==================== mul_share_ctrl
## config.mk

```make
export PLATFORM = sky130hd
export DESIGN_NAME = mul_share_ctrl
export DESIGN_NICKNAME = d
export VERILOG_FILES = /design/src/rtl/mul_share_ctrl.sv
export SDC_FILE = /design/constraint.sdc
export NUM_CORES = 1
export LEC_CHECK = 0
export CAP_MARGIN = 25
export CELL_PAD_IN_SITES_DETAIL_PLACEMENT = 0
export CELL_PAD_IN_SITES_GLOBAL_PLACEMENT = 1
export CORE_UTILIZATION = 38
export DETAILED_ROUTE_END_ITERATION = 8
export PLACE_DENSITY = 0.86
export REMOVE_ABC_BUFFERS = 1
export SYNTH_ARGS = -nofsm -noshare
export SYNTH_HDL_FRONTEND = slang
export SYNTH_SLANG_ARGS = --single-unit
```

## constraint.sdc

```tcl
create_clock -name clk -period 5.69 [get_ports clk]
set_input_delay 1.138 -clock clk [delete_from_list [all_inputs] [get_ports clk]]
set_output_delay 1.138 -clock clk [all_outputs]
set_load 0.01 [all_outputs]
```

## src/rtl/mul_share_ctrl.sv

```systemverilog
`default_nettype none
// ============================================================================
// Module      : mul_share_ctrl
// Description : Round-robin scheduler that time-shares one combinational
//               4x4 unsigned multiplier among NREQ requesters. Operands are
//               accepted over valid/ready, held in registers while the
//               shared multiplier computes, and the 8-bit product is returned
//               with the requester ID on a backpressured response port.
// Options     : MULSHARE_STATS_EN - when defined, op_count counts response
//               handshakes (saturating); otherwise op_count is tied to zero.
// Revision    : 1.0 - initial release
// ============================================================================
module mul_share_ctrl #(
  parameter int NREQ = 4,
  parameter int IDW  = 2
) (
  input  logic              clk,
  input  logic              rst,
  input  logic [NREQ-1:0]   req_valid,
  input  logic [4*NREQ-1:0] req_a,
  input  logic [4*NREQ-1:0] req_b,
  output logic [NREQ-1:0]   req_ready,
  output logic [3:0]        mul_a,
  output logic [3:0]        mul_b,
  input  logic [7:0]        mul_y,
  output logic              rsp_valid,
  input  logic              rsp_ready,
  output logic [7:0]        rsp_data,
  output logic [IDW-1:0]    rsp_id,
  output logic              busy,
  output logic [15:0]       op_count
);

  // One extra bit so the pointer+offset sum can exceed NREQ-1 before wrapping.
  localparam int PW = IDW + 1;

  typedef enum logic [1:0] {
    ST_IDLE = 2'd0,
    ST_CALC = 2'd1,
    ST_DONE = 2'd2
  } state_t;

  state_t           state_q, state_d;
  logic [IDW-1:0]   ptr_q, ptr_d;
  logic [3:0]       a_q, a_d;
  logic [3:0]       b_q, b_d;
  logic [IDW-1:0]   id_q, id_d;
  logic [7:0]       rsp_data_q, rsp_data_d;
  logic [IDW-1:0]   rsp_id_q, rsp_id_d;

  logic [NREQ-1:0]  grant_oh;
  logic [IDW-1:0]   grant_idx;
  logic [3:0]       grant_a;
  logic [3:0]       grant_b;
  logic             grant_found;

  // Round-robin search starting at the pointer; only grants while idle.
  always_comb begin
    logic [PW-1:0]  sum;
    logic [IDW-1:0] idx;
    grant_oh    = '0;
    grant_idx   = '0;
    grant_a     = 4'd0;
    grant_b     = 4'd0;
    grant_found = 1'b0;
    sum         = '0;
    idx         = '0;
    for (int k = 0; k < NREQ; k++) begin
      sum = {1'b0, ptr_q} + PW'(k);
      if (sum >= PW'(NREQ)) begin
        sum = sum - PW'(NREQ);
      end
      idx = sum[IDW-1:0];
      if (!grant_found && (state_q == ST_IDLE) && req_valid[idx]) begin
        grant_found    = 1'b1;
        grant_oh[idx]  = 1'b1;
        grant_idx      = idx;
        grant_a        = req_a[{idx, 2'b00} +: 4];
        grant_b        = req_b[{idx, 2'b00} +: 4];
      end
    end
  end

  // Next-state and datapath-register update logic for the three-state FSM.
  always_comb begin
    state_d    = state_q;
    ptr_d      = ptr_q;
    a_d        = a_q;
    b_d        = b_q;
    id_d       = id_q;
    rsp_data_d = rsp_data_q;
    rsp_id_d   = rsp_id_q;
    case (state_q)
      ST_IDLE: begin
        if (grant_found) begin
          a_d     = grant_a;
          b_d     = grant_b;
          id_d    = grant_idx;
          ptr_d   = (grant_idx == IDW'(NREQ - 1)) ? '0 : grant_idx + 1'b1;
          state_d = ST_CALC;
        end
      end
      ST_CALC: begin
        rsp_data_d = mul_y;
        rsp_id_d   = id_q;
        state_d    = ST_DONE;
      end
      ST_DONE: begin
        if (rsp_ready) begin
          state_d = ST_IDLE;
        end
      end
      default: begin
        state_d = ST_IDLE;
      end
    endcase
  end

  // State and datapath registers; reset aborts any operation in flight.
  always_ff @(posedge clk or posedge rst) begin
    if (rst) begin
      state_q    <= ST_IDLE;
      ptr_q      <= '0;
      a_q        <= 4'd0;
      b_q        <= 4'd0;
      id_q       <= '0;
      rsp_data_q <= 8'd0;
      rsp_id_q   <= '0;
    end else begin
      state_q    <= state_d;
      ptr_q      <= ptr_d;
      a_q        <= a_d;
      b_q        <= b_d;
      id_q       <= id_d;
      rsp_data_q <= rsp_data_d;
      rsp_id_q   <= rsp_id_d;
    end
  end

  assign req_ready = grant_oh;
  assign mul_a     = a_q;
  assign mul_b     = b_q;
  assign rsp_valid = (state_q == ST_DONE);
  assign rsp_data  = rsp_data_q;
  assign rsp_id    = rsp_id_q;
  assign busy      = (state_q != ST_IDLE);

`ifdef MULSHARE_STATS_EN
  logic [15:0] op_count_q, op_count_d;

  // Saturating count of completed response handshakes.
  always_comb begin
    op_count_d = op_count_q;
    if (rsp_valid && rsp_ready && (op_count_q != 16'hFFFF)) begin
      op_count_d = op_count_q + 16'd1;
    end
  end

  // Counter register.
  always_ff @(posedge clk or posedge rst) begin
    if (rst) begin
      op_count_q <= 16'd0;
    end else begin
      op_count_q <= op_count_d;
    end
  end

  assign op_count = op_count_q;
`else
  assign op_count = 16'h0000;
`endif

endmodule
`default_nettype wire
```

==> mul_share_ctrl/ff_map.png <==
The bar under the picture is 20 um long.
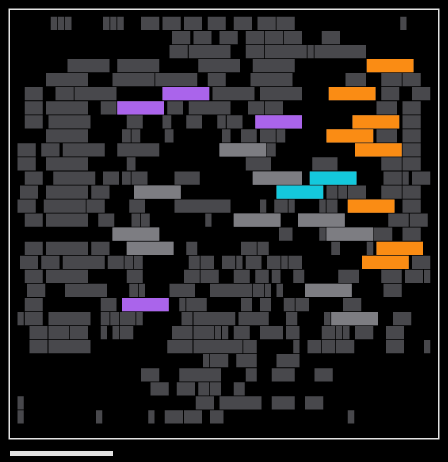
- `rsp_data`: orange (placed flops 8)
- `state_q`: cyan (placed flops 2)
- `mul_b`: purple (placed flops 4)
- not coloured: 10
sequential cell area share: 18.5%
register area: 602 um2
Finished Core Util: 51.5%
seq pwr: 308 uW

==> mul_share_ctrl/m2.png <==
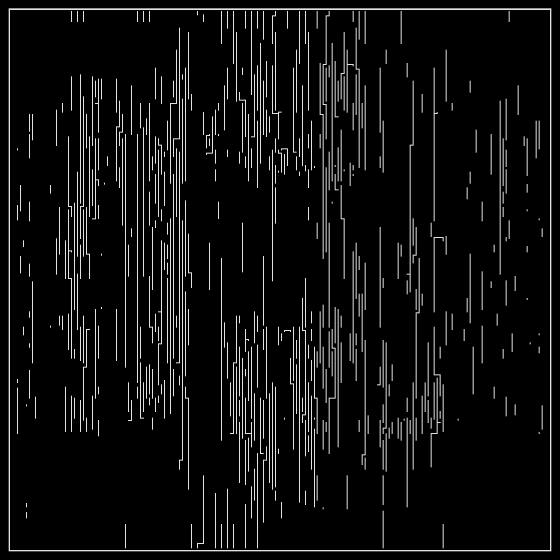
- longest straight run: 38.1 um
- nets with wire on the layer: 293
- share of all routed wire: 50%
DR vias: 2,075
met2 usage: 29.5%

==> job_summary.md <==
### Yosys + OpenROAD results

| Metric | Value |
|---|---|
| Slew margin rel. | roughly 43% |
| Final Hold Slack | 485 ps |
| Clk slew on worst S/H paths | roughly 80 ps |
| Busiest grt layer | met2 |
| Hold Path Origin | rsp_id[0] |
| Outcome | completed |
| NumNets Final | between 300 and 400 |
| Top-Level Pins | slightly below 90 |
| Post-route ant nets | 0 |
| Period minus WS final | 4740 ps |
| Post-DP HPWL | 4230 um |
| GR Overflow Total | 0 |
| Syn-to-layout area delta | 31.0% |
| Slew Viols, Final | 0 |
| Final Cycle Share | a little over four fifths |
| Crit-path slowest cell | mux4_1 |
| Total track usage | 16.7% |
==> mul_share_ctrl/m3.png <==
The bar under the picture is 20 um long. Cells faint in the background.
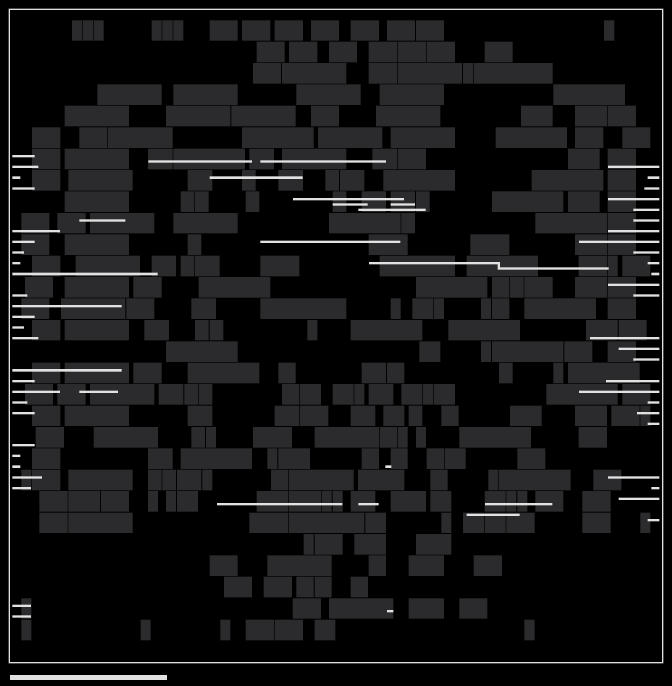
- nets with wire on the layer: 64
- wire length on this layer: 361 um
- share of all routed wire: 6.3%
- main direction: horizontal
met3 Use GR: 3.58%
final WL: 5740 um

-- stage by stage --
step | instances | TNS [ps] | cell area (um2)
2_1_floorplan | 195 | -444 | 2330
3_3_place_gp | 345 | 0 | 3160
3_5_place_dp | 345 | 0 | 3160
4_1_cts | 349 | 0 | 3230
5_1_grt | 350 | 0 | 3250
6_report | 350 | 0 | 3250
-- registers in the layout (all words and copies together), names as in the netlist, named ones only --
signal and flops:
state_q 2, rsp_data 8, id_q 2, mul_a 4
ptr_q 1, rsp_id 2, mul_b 4

==================== inputc
$ cat src/rtl/inputc_pkg.sv
// Shared definitions for the router input channel: flit type encoding, field
// positions, VC and FIFO sizing, and small flit decode helpers.
package inputc_pkg;

  localparam int DATAW    = 15;
  localparam int TYPE_MSB = 15;
  localparam int TYPE_LSB = 13;
  localparam int VCH      = 1;
  localparam int VCHW     = 0;
  localparam int FIFO_P1  = 4;
  localparam int FIFOD_P1 = 2;

  localparam logic Enable  = 1'b1;
  localparam logic Enable_ = 1'b0;

  typedef enum logic [2:0] {
    TYPE_NONE     = 3'd0,
    TYPE_HEAD     = 3'd1,
    TYPE_BODY     = 3'd2,
    TYPE_TAIL     = 3'd3,
    TYPE_HEADTAIL = 3'd4
  } flit_type_e;

  typedef enum logic {
    VC_IDLE   = 1'b0,
    VC_ACTIVE = 1'b1
  } vc_state_e;

  function automatic flit_type_e flit_type(input logic [DATAW:0] flit);
    return flit_type_e'(flit[TYPE_MSB:TYPE_LSB]);
  endfunction

  function automatic logic is_head(input flit_type_e t);
    return (t == TYPE_HEAD) || (t == TYPE_HEADTAIL);
  endfunction

  function automatic logic is_cont(input flit_type_e t);
    return (t == TYPE_BODY) || (t == TYPE_TAIL);
  endfunction

endpackage

$ cat src/rtl/inputc_fifo.sv
// Single-VC synchronous FIFO with occupancy count; writes to a full FIFO and
// reads from an empty one are ignored. Head entry is read combinationally.
module inputc_fifo
  import inputc_pkg::*;
#(
  parameter int DEPTH = FIFO_P1,
  parameter int W     = DATAW + 1,
  parameter int PW    = FIFOD_P1
) (
  input  logic          clk,
  input  logic          rst_,
  input  logic          wr_en_i,
  input  logic          rd_en_i,
  input  logic [W-1:0]  wdata_i,
  output logic [W-1:0]  rdata_o,
  output logic [PW:0]   count_o,
  output logic          full_o,
  output logic          empty_o
);

  localparam logic [PW:0]   CNT_FULL = (PW + 1)'(DEPTH);
  localparam logic [PW-1:0] PTR_LAST = PW'(DEPTH - 1);

  logic [W-1:0]  mem_q [DEPTH];
  logic [PW-1:0] wr_ptr_q, wr_ptr_d;
  logic [PW-1:0] rd_ptr_q, rd_ptr_d;
  logic [PW:0]   count_q, count_d;
  logic          wr_s, rd_s;

  always_comb begin
    wr_s     = wr_en_i && !full_o;
    rd_s     = rd_en_i && !empty_o;
    wr_ptr_d = wr_ptr_q;
    rd_ptr_d = rd_ptr_q;
    count_d  = count_q;
    if (wr_s) begin
      wr_ptr_d = (wr_ptr_q == PTR_LAST) ? {PW{1'b0}} : wr_ptr_q + PW'(1);
    end else begin
      wr_ptr_d = wr_ptr_q;
    end
    if (rd_s) begin
      rd_ptr_d = (rd_ptr_q == PTR_LAST) ? {PW{1'b0}} : rd_ptr_q + PW'(1);
    end else begin
      rd_ptr_d = rd_ptr_q;
    end
    case ({wr_s, rd_s})
      2'b10:   count_d = count_q + (PW + 1)'(1);
      2'b01:   count_d = count_q - (PW + 1)'(1);
      default: count_d = count_q;
    endcase
  end

  always_ff @(posedge clk or negedge rst_) begin
    if (!rst_) begin
      wr_ptr_q <= {PW{1'b0}};
      rd_ptr_q <= {PW{1'b0}};
      count_q  <= {(PW + 1){1'b0}};
    end else begin
      wr_ptr_q <= wr_ptr_d;
      rd_ptr_q <= rd_ptr_d;
      count_q  <= count_d;
    end
  end

  // Storage needs no reset: entries are only observed when count is non-zero.
  always_ff @(posedge clk) begin
    if (wr_s) begin
      mem_q[wr_ptr_q] <= wdata_i;
    end
  end

  assign rdata_o = mem_q[rd_ptr_q];
  assign count_o = count_q;
  assign full_o  = (count_q == CNT_FULL);
  assign empty_o = (count_q == {(PW + 1){1'b0}});

endmodule

$ cat src/rtl/inputc.sv
// Router input channel: per-VC flit FIFOs, packet FSM, credit acks and VC lock.
// Define INPUTC_ERRCHK_EN to build the sticky protocol error flag on oerr.
module inputc
  import inputc_pkg::*;
#(
  parameter int ROUTERID = 0,
  parameter int PCHID    = 0,
  parameter int DEPTH    = FIFO_P1
) (
  input  logic            clk,
  input  logic            rst_,
  input  logic [DATAW:0]  idata,
  input  logic            ivalid,
  input  logic [VCHW:0]   ivch,
  input  logic [VCH:0]    ilck,
  output logic [VCH:0]    olck,
  output logic [VCH:0]    oack,
  output logic [DATAW:0]  odata0,
  output logic [DATAW:0]  odata1,
  output logic [VCH:0]    ovalid,
  output logic [VCH:0]    ohead,
  input  logic [VCH:0]    ideq,
  output logic            oerr
);

  localparam int NVC = VCH + 1;

  if ((DEPTH < 1) || (DEPTH > (1 << FIFOD_P1)) || (ROUTERID < 0) || (PCHID < 0)) begin : g_bad_param
    $error("inputc: unsupported parameter value");
  end

  logic [NVC-1:0][DATAW:0]    head_data_s;
  logic [NVC-1:0][FIFOD_P1:0] count_s;
  logic [VCH:0]               full_s, empty_s;
  logic [VCH:0]               wr_s, deq_s;
  flit_type_e                 head_type_s [NVC];
  vc_state_e                  state_q [NVC];
  logic [VCH:0]               olck_q, oack_q;
  logic                       unused_cnt_s;

  for (genvar v = 0; v < NVC; v++) begin : g_vc
    inputc_fifo #(
      .DEPTH (DEPTH),
      .W     (DATAW + 1),
      .PW    (FIFOD_P1)
    ) u_fifo (
      .clk     (clk),
      .rst_    (rst_),
      .wr_en_i (wr_s[v]),
      .rd_en_i (deq_s[v]),
      .wdata_i (idata),
      .rdata_o (head_data_s[v]),
      .count_o (count_s[v]),
      .full_o  (full_s[v]),
      .empty_o (empty_s[v])
    );
  end

  always_comb begin
    for (int v = 0; v < NVC; v++) begin
      wr_s[v]        = ivalid && (ivch == (VCHW + 1)'(v));
      deq_s[v]       = ideq[v] && !empty_s[v];
      head_type_s[v] = flit_type(head_data_s[v]);
      ohead[v]       = !empty_s[v] && (state_q[v] == VC_IDLE) && is_head(head_type_s[v]);
    end
  end

  // Packet FSM, credit return and lock state per VC.
  always_ff @(posedge clk or negedge rst_) begin
    if (!rst_) begin
      for (int v = 0; v < NVC; v++) begin
        state_q[v] <= VC_IDLE;
      end
      oack_q <= {NVC{1'b0}};
      olck_q <= {NVC{1'b0}};
    end else begin
      oack_q <= deq_s;
      for (int v = 0; v < NVC; v++) begin
        if (deq_s[v]) begin
          case (head_type_s[v])
            TYPE_HEAD: state_q[v] <= VC_ACTIVE;
            TYPE_TAIL: state_q[v] <= VC_IDLE;
            default:   state_q[v] <= state_q[v];
          endcase
        end
        if (wr_s[v] || !empty_s[v] || (state_q[v] == VC_ACTIVE)) begin
          olck_q[v] <= 1'b1;
        end else if (!ilck[v]) begin
          olck_q[v] <= 1'b0;
        end
      end
    end
  end

  assign oack   = oack_q;
  assign olck   = olck_q;
  assign ovalid = ~empty_s;
  assign odata0 = head_data_s[0];
  assign odata1 = head_data_s[1];

  assign unused_cnt_s = ^count_s;

`ifdef INPUTC_ERRCHK_EN
  logic [VCH:0] err_s;
  logic         err_q;

  always_comb begin
    for (int v = 0; v < NVC; v++) begin
      err_s[v] = (wr_s[v] && full_s[v])
              || (deq_s[v] && (state_q[v] == VC_IDLE)   && is_cont(head_type_s[v]))
              || (deq_s[v] && (state_q[v] == VC_ACTIVE) && is_head(head_type_s[v]));
    end
  end

  // Sticky until reset; observation only, the datapath ignores it.
  always_ff @(posedge clk or negedge rst_) begin
    if (!rst_) begin
      err_q <= 1'b0;
    end else if (|err_s) begin
      err_q <= 1'b1;
    end
  end

  assign oerr = err_q;
`else
  logic unused_full_s;
  assign unused_full_s = ^full_s;
  assign oerr          = 1'b0;
`endif

endmodule

$ cat config.mk
export PLATFORM = sky130hd
export DESIGN_NAME = inputc
export DESIGN_NICKNAME = d
export VERILOG_FILES = /design/src/rtl/inputc_pkg.sv /design/src/rtl/inputc_fifo.sv /design/src/rtl/inputc.sv
export SDC_FILE = /design/constraint.sdc
export NUM_CORES = 1
export LEC_CHECK = 0
export CAP_MARGIN = 0
export CORE_UTILIZATION = 60
export CTS_BUF_LIST = sky130_fd_sc_hd__clkbuf_16
export DETAILED_ROUTE_END_ITERATION = 6
export PLACE_DENSITY = 0.8
export SETUP_SLACK_MARGIN = 0.02
export SYNTH_ARGS = -nofsm -noshare
export SYNTH_HDL_FRONTEND = slang
export SYNTH_SLANG_ARGS = --single-unit
$ cat constraint.sdc
create_clock -name clk -period 4.39 [get_ports clk]
set_input_delay 1.0975 -clock clk [delete_from_list [all_inputs] [get_ports clk]]
set_output_delay 1.0975 -clock clk [all_outputs]
set_load 0.1 [all_outputs]
==> inputc/m1.png <==
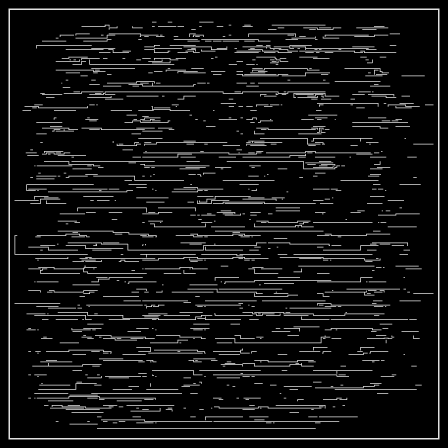
- longest straight run: 51.1 um
- nets with wire on the layer: 352

==> job_summary.md <==
### Yosys + OpenROAD results

| Metric | Value |
|---|---|
| Outcome | completed |
| Yosys simple share | under 10% |
| Post-synthesis net count | ~310 |
| Gpl congestion | 0.738 |
| Post-Syn Instances | between 200 and 300 |
| Hold_buf cts | 0 |
| Async S/R FF share, synth | 13.5% |
| RR Endpoint | g_vc[1].u_fifo.mem_q[0][0] |
| Met3 Use GR | 6.69% |
| Routed len/inst | 21.2 um |
| Min-Delay Path Depth | 2 |
| CP max stage delay | between 800 and 900 ps |
| Top reg by flops | g_vc.u_fifo.mem_q |
| Vias in the first global route | approximately 2,900 |
| Syn-to-layout area delta | 21.9% |
| EDFF count, synth | 128 |
==> layout make-up <==
cell class              count  area share (%)
repair buffers             65            7.94
inverters                  18           0.957
well taps                 129            2.29
clock buffers              17            6.03
multi-input cells          98            18.9
clock inverters            15            2.32
flip-flops and latches    148            61.5
==> cell families after synthesis <==
kind of cell             Yosys count
flip-flops                       148
multiplexers                      41
buffers and inverters             27
AND/OR/NAND/NOR                   25
adder cells (fa/ha/maj)           14
AND-OR/OR-AND                      9
XOR/XNOR                           8
other                              1

==================== uart_tx_arbiter
==> uart_tx_arbiter/congestion_map.png <==
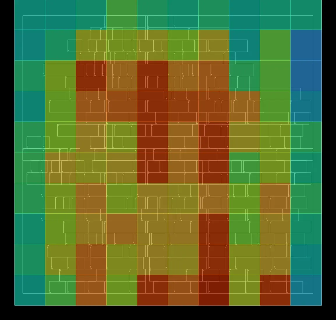
==> uart_tx_arbiter/m1.png <==
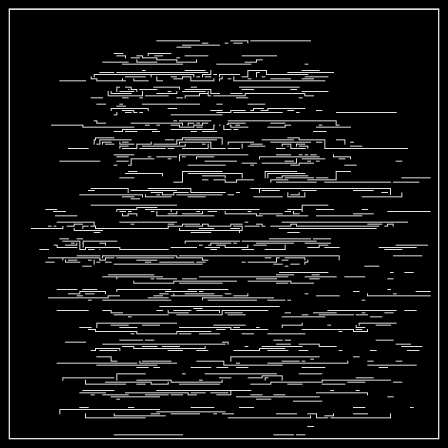
==> uart_tx_arbiter/m3.png <==
The bar under the picture is 20 um long. Cells faint in the background.
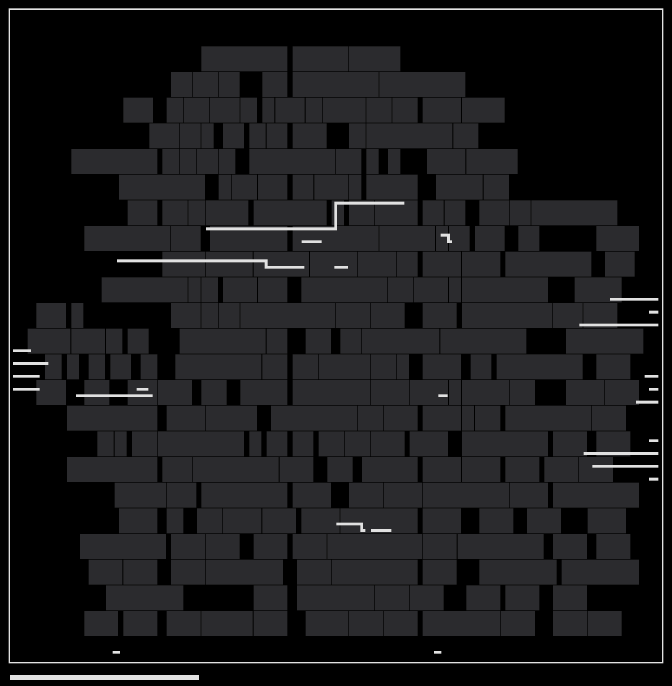
**config.mk**
```make
export PLATFORM = sky130hd
export DESIGN_NAME = uart_tx_arbiter
export DESIGN_NICKNAME = d
export VERILOG_FILES = /design/src/rtl/uart_arb_pkg.sv /design/src/rtl/rr_priority_picker.sv /design/src/rtl/uart_tx_arbiter.sv
export SDC_FILE = /design/constraint.sdc
export NUM_CORES = 1
export LEC_CHECK = 0
export CORE_MARGIN = 1.5
export CORE_UTILIZATION = 41
export DETAILED_ROUTE_END_ITERATION = 8
export GPL_TIMING_DRIVEN = 0
export PLACE_DENSITY = 0.81
export SETUP_SLACK_MARGIN = 0.3
export SLEW_MARGIN = 20
export SYNTH_ARGS = -nofsm -noshare
export SYNTH_HDL_FRONTEND = slang
export SYNTH_SLANG_ARGS = --single-unit
```
**constraint.sdc**
```tcl
create_clock -name clk -period 1.9 [get_ports clk]
set_input_delay 0.285 -clock clk [delete_from_list [all_inputs] [get_ports clk]]
set_output_delay 0.285 -clock clk [all_outputs]
set_load 0.02 [all_outputs]
```
**src/rtl/uart_arb_pkg.sv**
```systemverilog
// uart_arb_pkg
// Shared definitions for the UART transmit arbiter and its priority picker:
// the arbiter state encoding, default parameter values and the helpers that
// size the grant index and the burst/idle counters.
package uart_arb_pkg;

    // Arbiter state: no owner, or a grant held for a whole message.
    typedef enum logic {
        IDLE  = 1'b0,
        GRANT = 1'b1
    } arb_state_t;

    localparam int NUM_REQ_DEF      = 4;
    localparam int PAYLOAD_BITS_DEF = 8;
    localparam int MAX_BURST_DEF    = 16;
    localparam int TIMEOUT_DEF      = 255;

    // Width of a requester index (NUM_REQ is at least 2, so never zero).
    function automatic int id_width(input int num_req);
        return $clog2(num_req);
    endfunction

    // Width of a counter that must be able to hold the value max_val.
    function automatic int cnt_width(input int max_val);
        return $clog2(max_val + 1);
    endfunction

endpackage

```
**src/rtl/rr_priority_picker.sv**
```systemverilog
// rr_priority_picker
// Combinational round-robin search: returns the first asserted request at
// or above ptr, wrapping past the top requester back to requester 0.
//   req   : request vector, one bit per requester
//   ptr   : requester with the highest priority this round
//   found : at least one request is asserted
//   index : winning requester (0 when nothing is found)
module rr_priority_picker
    import uart_arb_pkg::*;
#(
    parameter  int NUM_REQ = NUM_REQ_DEF,
    localparam int ID_W    = id_width(NUM_REQ)
) (
    input  logic [NUM_REQ-1:0] req,
    input  logic [ID_W-1:0]    ptr,
    output logic               found,
    output logic [ID_W-1:0]    index
);

    logic [ID_W-1:0] cand_idx;

    // Walk the requesters starting at ptr; the first hit wins and later
    // hits are ignored because found is already set.
    always_comb begin
        found    = 1'b0;
        index    = '0;
        cand_idx = '0;
        for (int off = 0; off < NUM_REQ; off++) begin
            cand_idx = ID_W'((int'(ptr) + off) % NUM_REQ);
            if (!found && req[cand_idx]) begin
                found = 1'b1;
                index = cand_idx;
            end
        end
    end

endmodule

```
**src/rtl/uart_tx_arbiter.sv**
```systemverilog
// uart_tx_arbiter
// Shares the single UART transmit byte stream among several requesters.
// A grant is held for a whole message so bytes of different messages never
// interleave; it is cut short after MAX_BURST bytes or after the owner has
// sat idle for TIMEOUT cycles mid-message.
//   clk, resetn  : system clock, asynchronous active-low reset
//   req_valid    : per-requester byte valid
//   req_data     : requester i byte at [i*PAYLOAD_BITS +: PAYLOAD_BITS]
//   req_last     : per-requester final-byte marker
//   req_ready    : per-requester accept (only the owner can see it high)
//   out_valid    : registered byte valid toward the UART write port
//   out_data     : registered byte
//   out_ready    : UART side can accept a byte
//   grant_id     : current or most recent owner
//   busy         : a grant is held
//   timeout_evt  : one-cycle pulse when a stalled owner loses its grant
module uart_tx_arbiter
    import uart_arb_pkg::*;
#(
    parameter  int NUM_REQ      = NUM_REQ_DEF,
    parameter  int PAYLOAD_BITS = PAYLOAD_BITS_DEF,
    parameter  int MAX_BURST    = MAX_BURST_DEF,
    parameter  int TIMEOUT      = TIMEOUT_DEF,
    localparam int ID_W         = id_width(NUM_REQ)
) (
    input  logic                            clk,
    input  logic                            resetn,
    input  logic [NUM_REQ-1:0]              req_valid,
    input  logic [NUM_REQ*PAYLOAD_BITS-1:0] req_data,
    input  logic [NUM_REQ-1:0]              req_last,
    output logic [NUM_REQ-1:0]              req_ready,
    output logic                            out_valid,
    output logic [PAYLOAD_BITS-1:0]         out_data,
    input  logic                            out_ready,
    output logic [ID_W-1:0]                 grant_id,
    output logic                            busy,
    output logic                            timeout_evt
);

    localparam int BURST_W = cnt_width(MAX_BURST);
    localparam int IDLE_W  = cnt_width(TIMEOUT);

    localparam logic [BURST_W-1:0] BURST_LAST = BURST_W'(MAX_BURST - 1);
    localparam logic [IDLE_W-1:0]  IDLE_LAST  = IDLE_W'(TIMEOUT - 1);
    localparam logic [ID_W-1:0]    ID_MAX     = ID_W'(NUM_REQ - 1);

    arb_state_t          state;
    logic [ID_W-1:0]     ptr;
    logic [BURST_W-1:0]  burst_cnt;
    logic [IDLE_W-1:0]   idle_cnt;

    logic                    pick_found;
    logic [ID_W-1:0]         pick_index;
    logic                    owner_valid;
    logic                    owner_last;
    logic                    owner_ready;
    logic                    xfer;
    logic [PAYLOAD_BITS-1:0] owner_data;
    logic [ID_W-1:0]         next_ptr;

    rr_priority_picker #(
        .NUM_REQ (NUM_REQ)
    ) u_picker (
        .req   (req_valid),
        .ptr   (ptr),
        .found (pick_found),
        .index (pick_index)
    );

    assign owner_valid = req_valid[grant_id];
    assign owner_last  = req_last[grant_id];
    assign owner_data  = req_data[int'(grant_id)*PAYLOAD_BITS +: PAYLOAD_BITS];

    // The owner may hand over a byte whenever the output register is empty
    // or is being drained this same cycle.
    assign owner_ready = (state == GRANT) && (!out_valid || out_ready);
    assign xfer        = owner_ready && owner_valid;

    // After a release, the requester just above the owner gets first pick.
    assign next_ptr = (grant_id == ID_MAX) ? '0 : grant_id + ID_W'(1);

    assign busy = (state == GRANT);

    always_comb begin
        req_ready           = '0;
        req_ready[grant_id] = owner_ready;
    end

    // Grant FSM. A release (last byte, burst cap or timeout) always passes
    // through IDLE, which gives the one-cycle bubble and lets the picker see
    // the advanced ptr. The burst compare uses the pre-increment count, so
    // the owner moves exactly MAX_BURST bytes; likewise the owner is allowed
    // TIMEOUT full idle cycles before the grant is reclaimed. An owner that
    // is valid but blocked by the UART is not idle, so idle_cnt holds.
    always_ff @(posedge clk or negedge resetn) begin
        if (!resetn) begin
            state       <= IDLE;
            grant_id    <= '0;
            ptr         <= '0;
            burst_cnt   <= '0;
            idle_cnt    <= '0;
            timeout_evt <= 1'b0;
        end else begin
            timeout_evt <= 1'b0;
            case (state)
                IDLE: begin
                    if (pick_found) begin
                        grant_id  <= pick_index;
                        burst_cnt <= '0;
                        idle_cnt  <= '0;
                        state     <= GRANT;
                    end
                end
                GRANT: begin
                    if (xfer) begin
                        burst_cnt <= burst_cnt + BURST_W'(1);
                        idle_cnt  <= '0;
                        if (owner_last || (burst_cnt == BURST_LAST)) begin
                            state <= IDLE;
                            ptr   <= next_ptr;
                        end
                    end else if (!owner_valid) begin
                        if (idle_cnt == IDLE_LAST) begin
                            state       <= IDLE;
                            ptr         <= next_ptr;
                            timeout_evt <= 1'b1;
                        end else begin
                            idle_cnt <= idle_cnt + IDLE_W'(1);
                        end
                    end
                end
                default: state <= IDLE;
            endcase
        end
    end

    // Output register, deliberately separate from the FSM so a byte taken
    // on the release edge still drains to the UART afterwards.
    always_ff @(posedge clk or negedge resetn) begin
        if (!resetn) begin
            out_valid <= 1'b0;
            out_data  <= '0;
        end else if (xfer) begin
            out_valid <= 1'b1;
            out_data  <= owner_data;
        end else if (out_ready) begin
            out_valid <= 1'b0;
        end
    end

endmodule
```
==> job_summary.md <==
### Yosys + OpenROAD results

| Metric | Value |
|---|---|
| Part of the power in registers | 23.9% |
| Clk sinks | 28 |
| Critical path type | register to register |
| Synth cell types | 44 |
| CP Depth | 6 |
| Ys Warns | 0 |
| Post-synthesis net count | roughly 210 |
| # setup viols final | 22 |
| Setup ws final | -178 ps |
| GR Overflow Total | 0 |
| Dpl cells | approximately 270 |
| Rows | 23 |
| Setup TNS | -1950 ps |
| Synthesized cell area | ~1800 um2 |
| Biggest Area Class | multi-input combinational cells |
| Top cell excl fill/tap | clkdlybuf4s50_1 |
| Die Size | ~4800 um2 |
| Finished Cell Area | just under 3000 um2 |
| Signal buf overhead | a little under a third |
| NumNets Final | 296 |
| F_max | just under 500 MHz |
| Ys flop type | dfrtp_1 |
| Finished Core Util | around 72% |
| Crit-path cells | buf_6 > mux4_2 > nor4_4 > buf_4 > o21ai_4 > mux2_4 |
| Peak supply drop | 0.671 mV |
| Final Cycle Share | 109% |
| Violated checks | setup timing |
| Layout cells sized above 1 | roughly 36% |
| Post-route ant nets | 0 |
| Crit-path slowest cell | mux4_2 |
| Hold Vio Cnt, Final | 0 |
| Synth Seq Share | approximately two fifths |
| Outcome | finished, violations left |
## Picture notes: uart_tx_arbiter/congestion_map.png
met1 usage in global routing: 27.0%
met3 Use GR: 3.36%
routed len/inst: 19.2 um
met2 usage: 38.5%
busiest grt layer: met2

## Picture notes: uart_tx_arbiter/m1.png
- longest straight run: 25.8 um
- share of all routed wire: 43%
- wire length on this layer: 2,410 um
- main direction: horizontal
DR vias: 1,664
final WL: 5630 um

## Picture notes: uart_tx_arbiter/m3.png
- share of all routed wire: 1.9%
- nets with wire on the layer: 23

power groups by stage:
stage               registers [uW]  clock network (uW)  logic (uW)
global placement               987                   0        1950
CTS                            993                 382        2470
finish                        1010                 379        2830
global route                  1040                 414        2970
floorplan                     1130                   0        1150
detailed placement            1000                   0        1980
cells by family after synthesis:
kind of cell | after synthesis | synth area share, %
compound gates | 29 | 13.1
xor+xnor | 2 | 0.979
fa+ha+maj | 8 | 5.59
buf+inv | 16 | 3.91
flops | 28 | 39.1
mux | 23 | 20.5
simple gates | 51 | 16.8

No activity file was given, so power comes from the tool's default toggle rates.
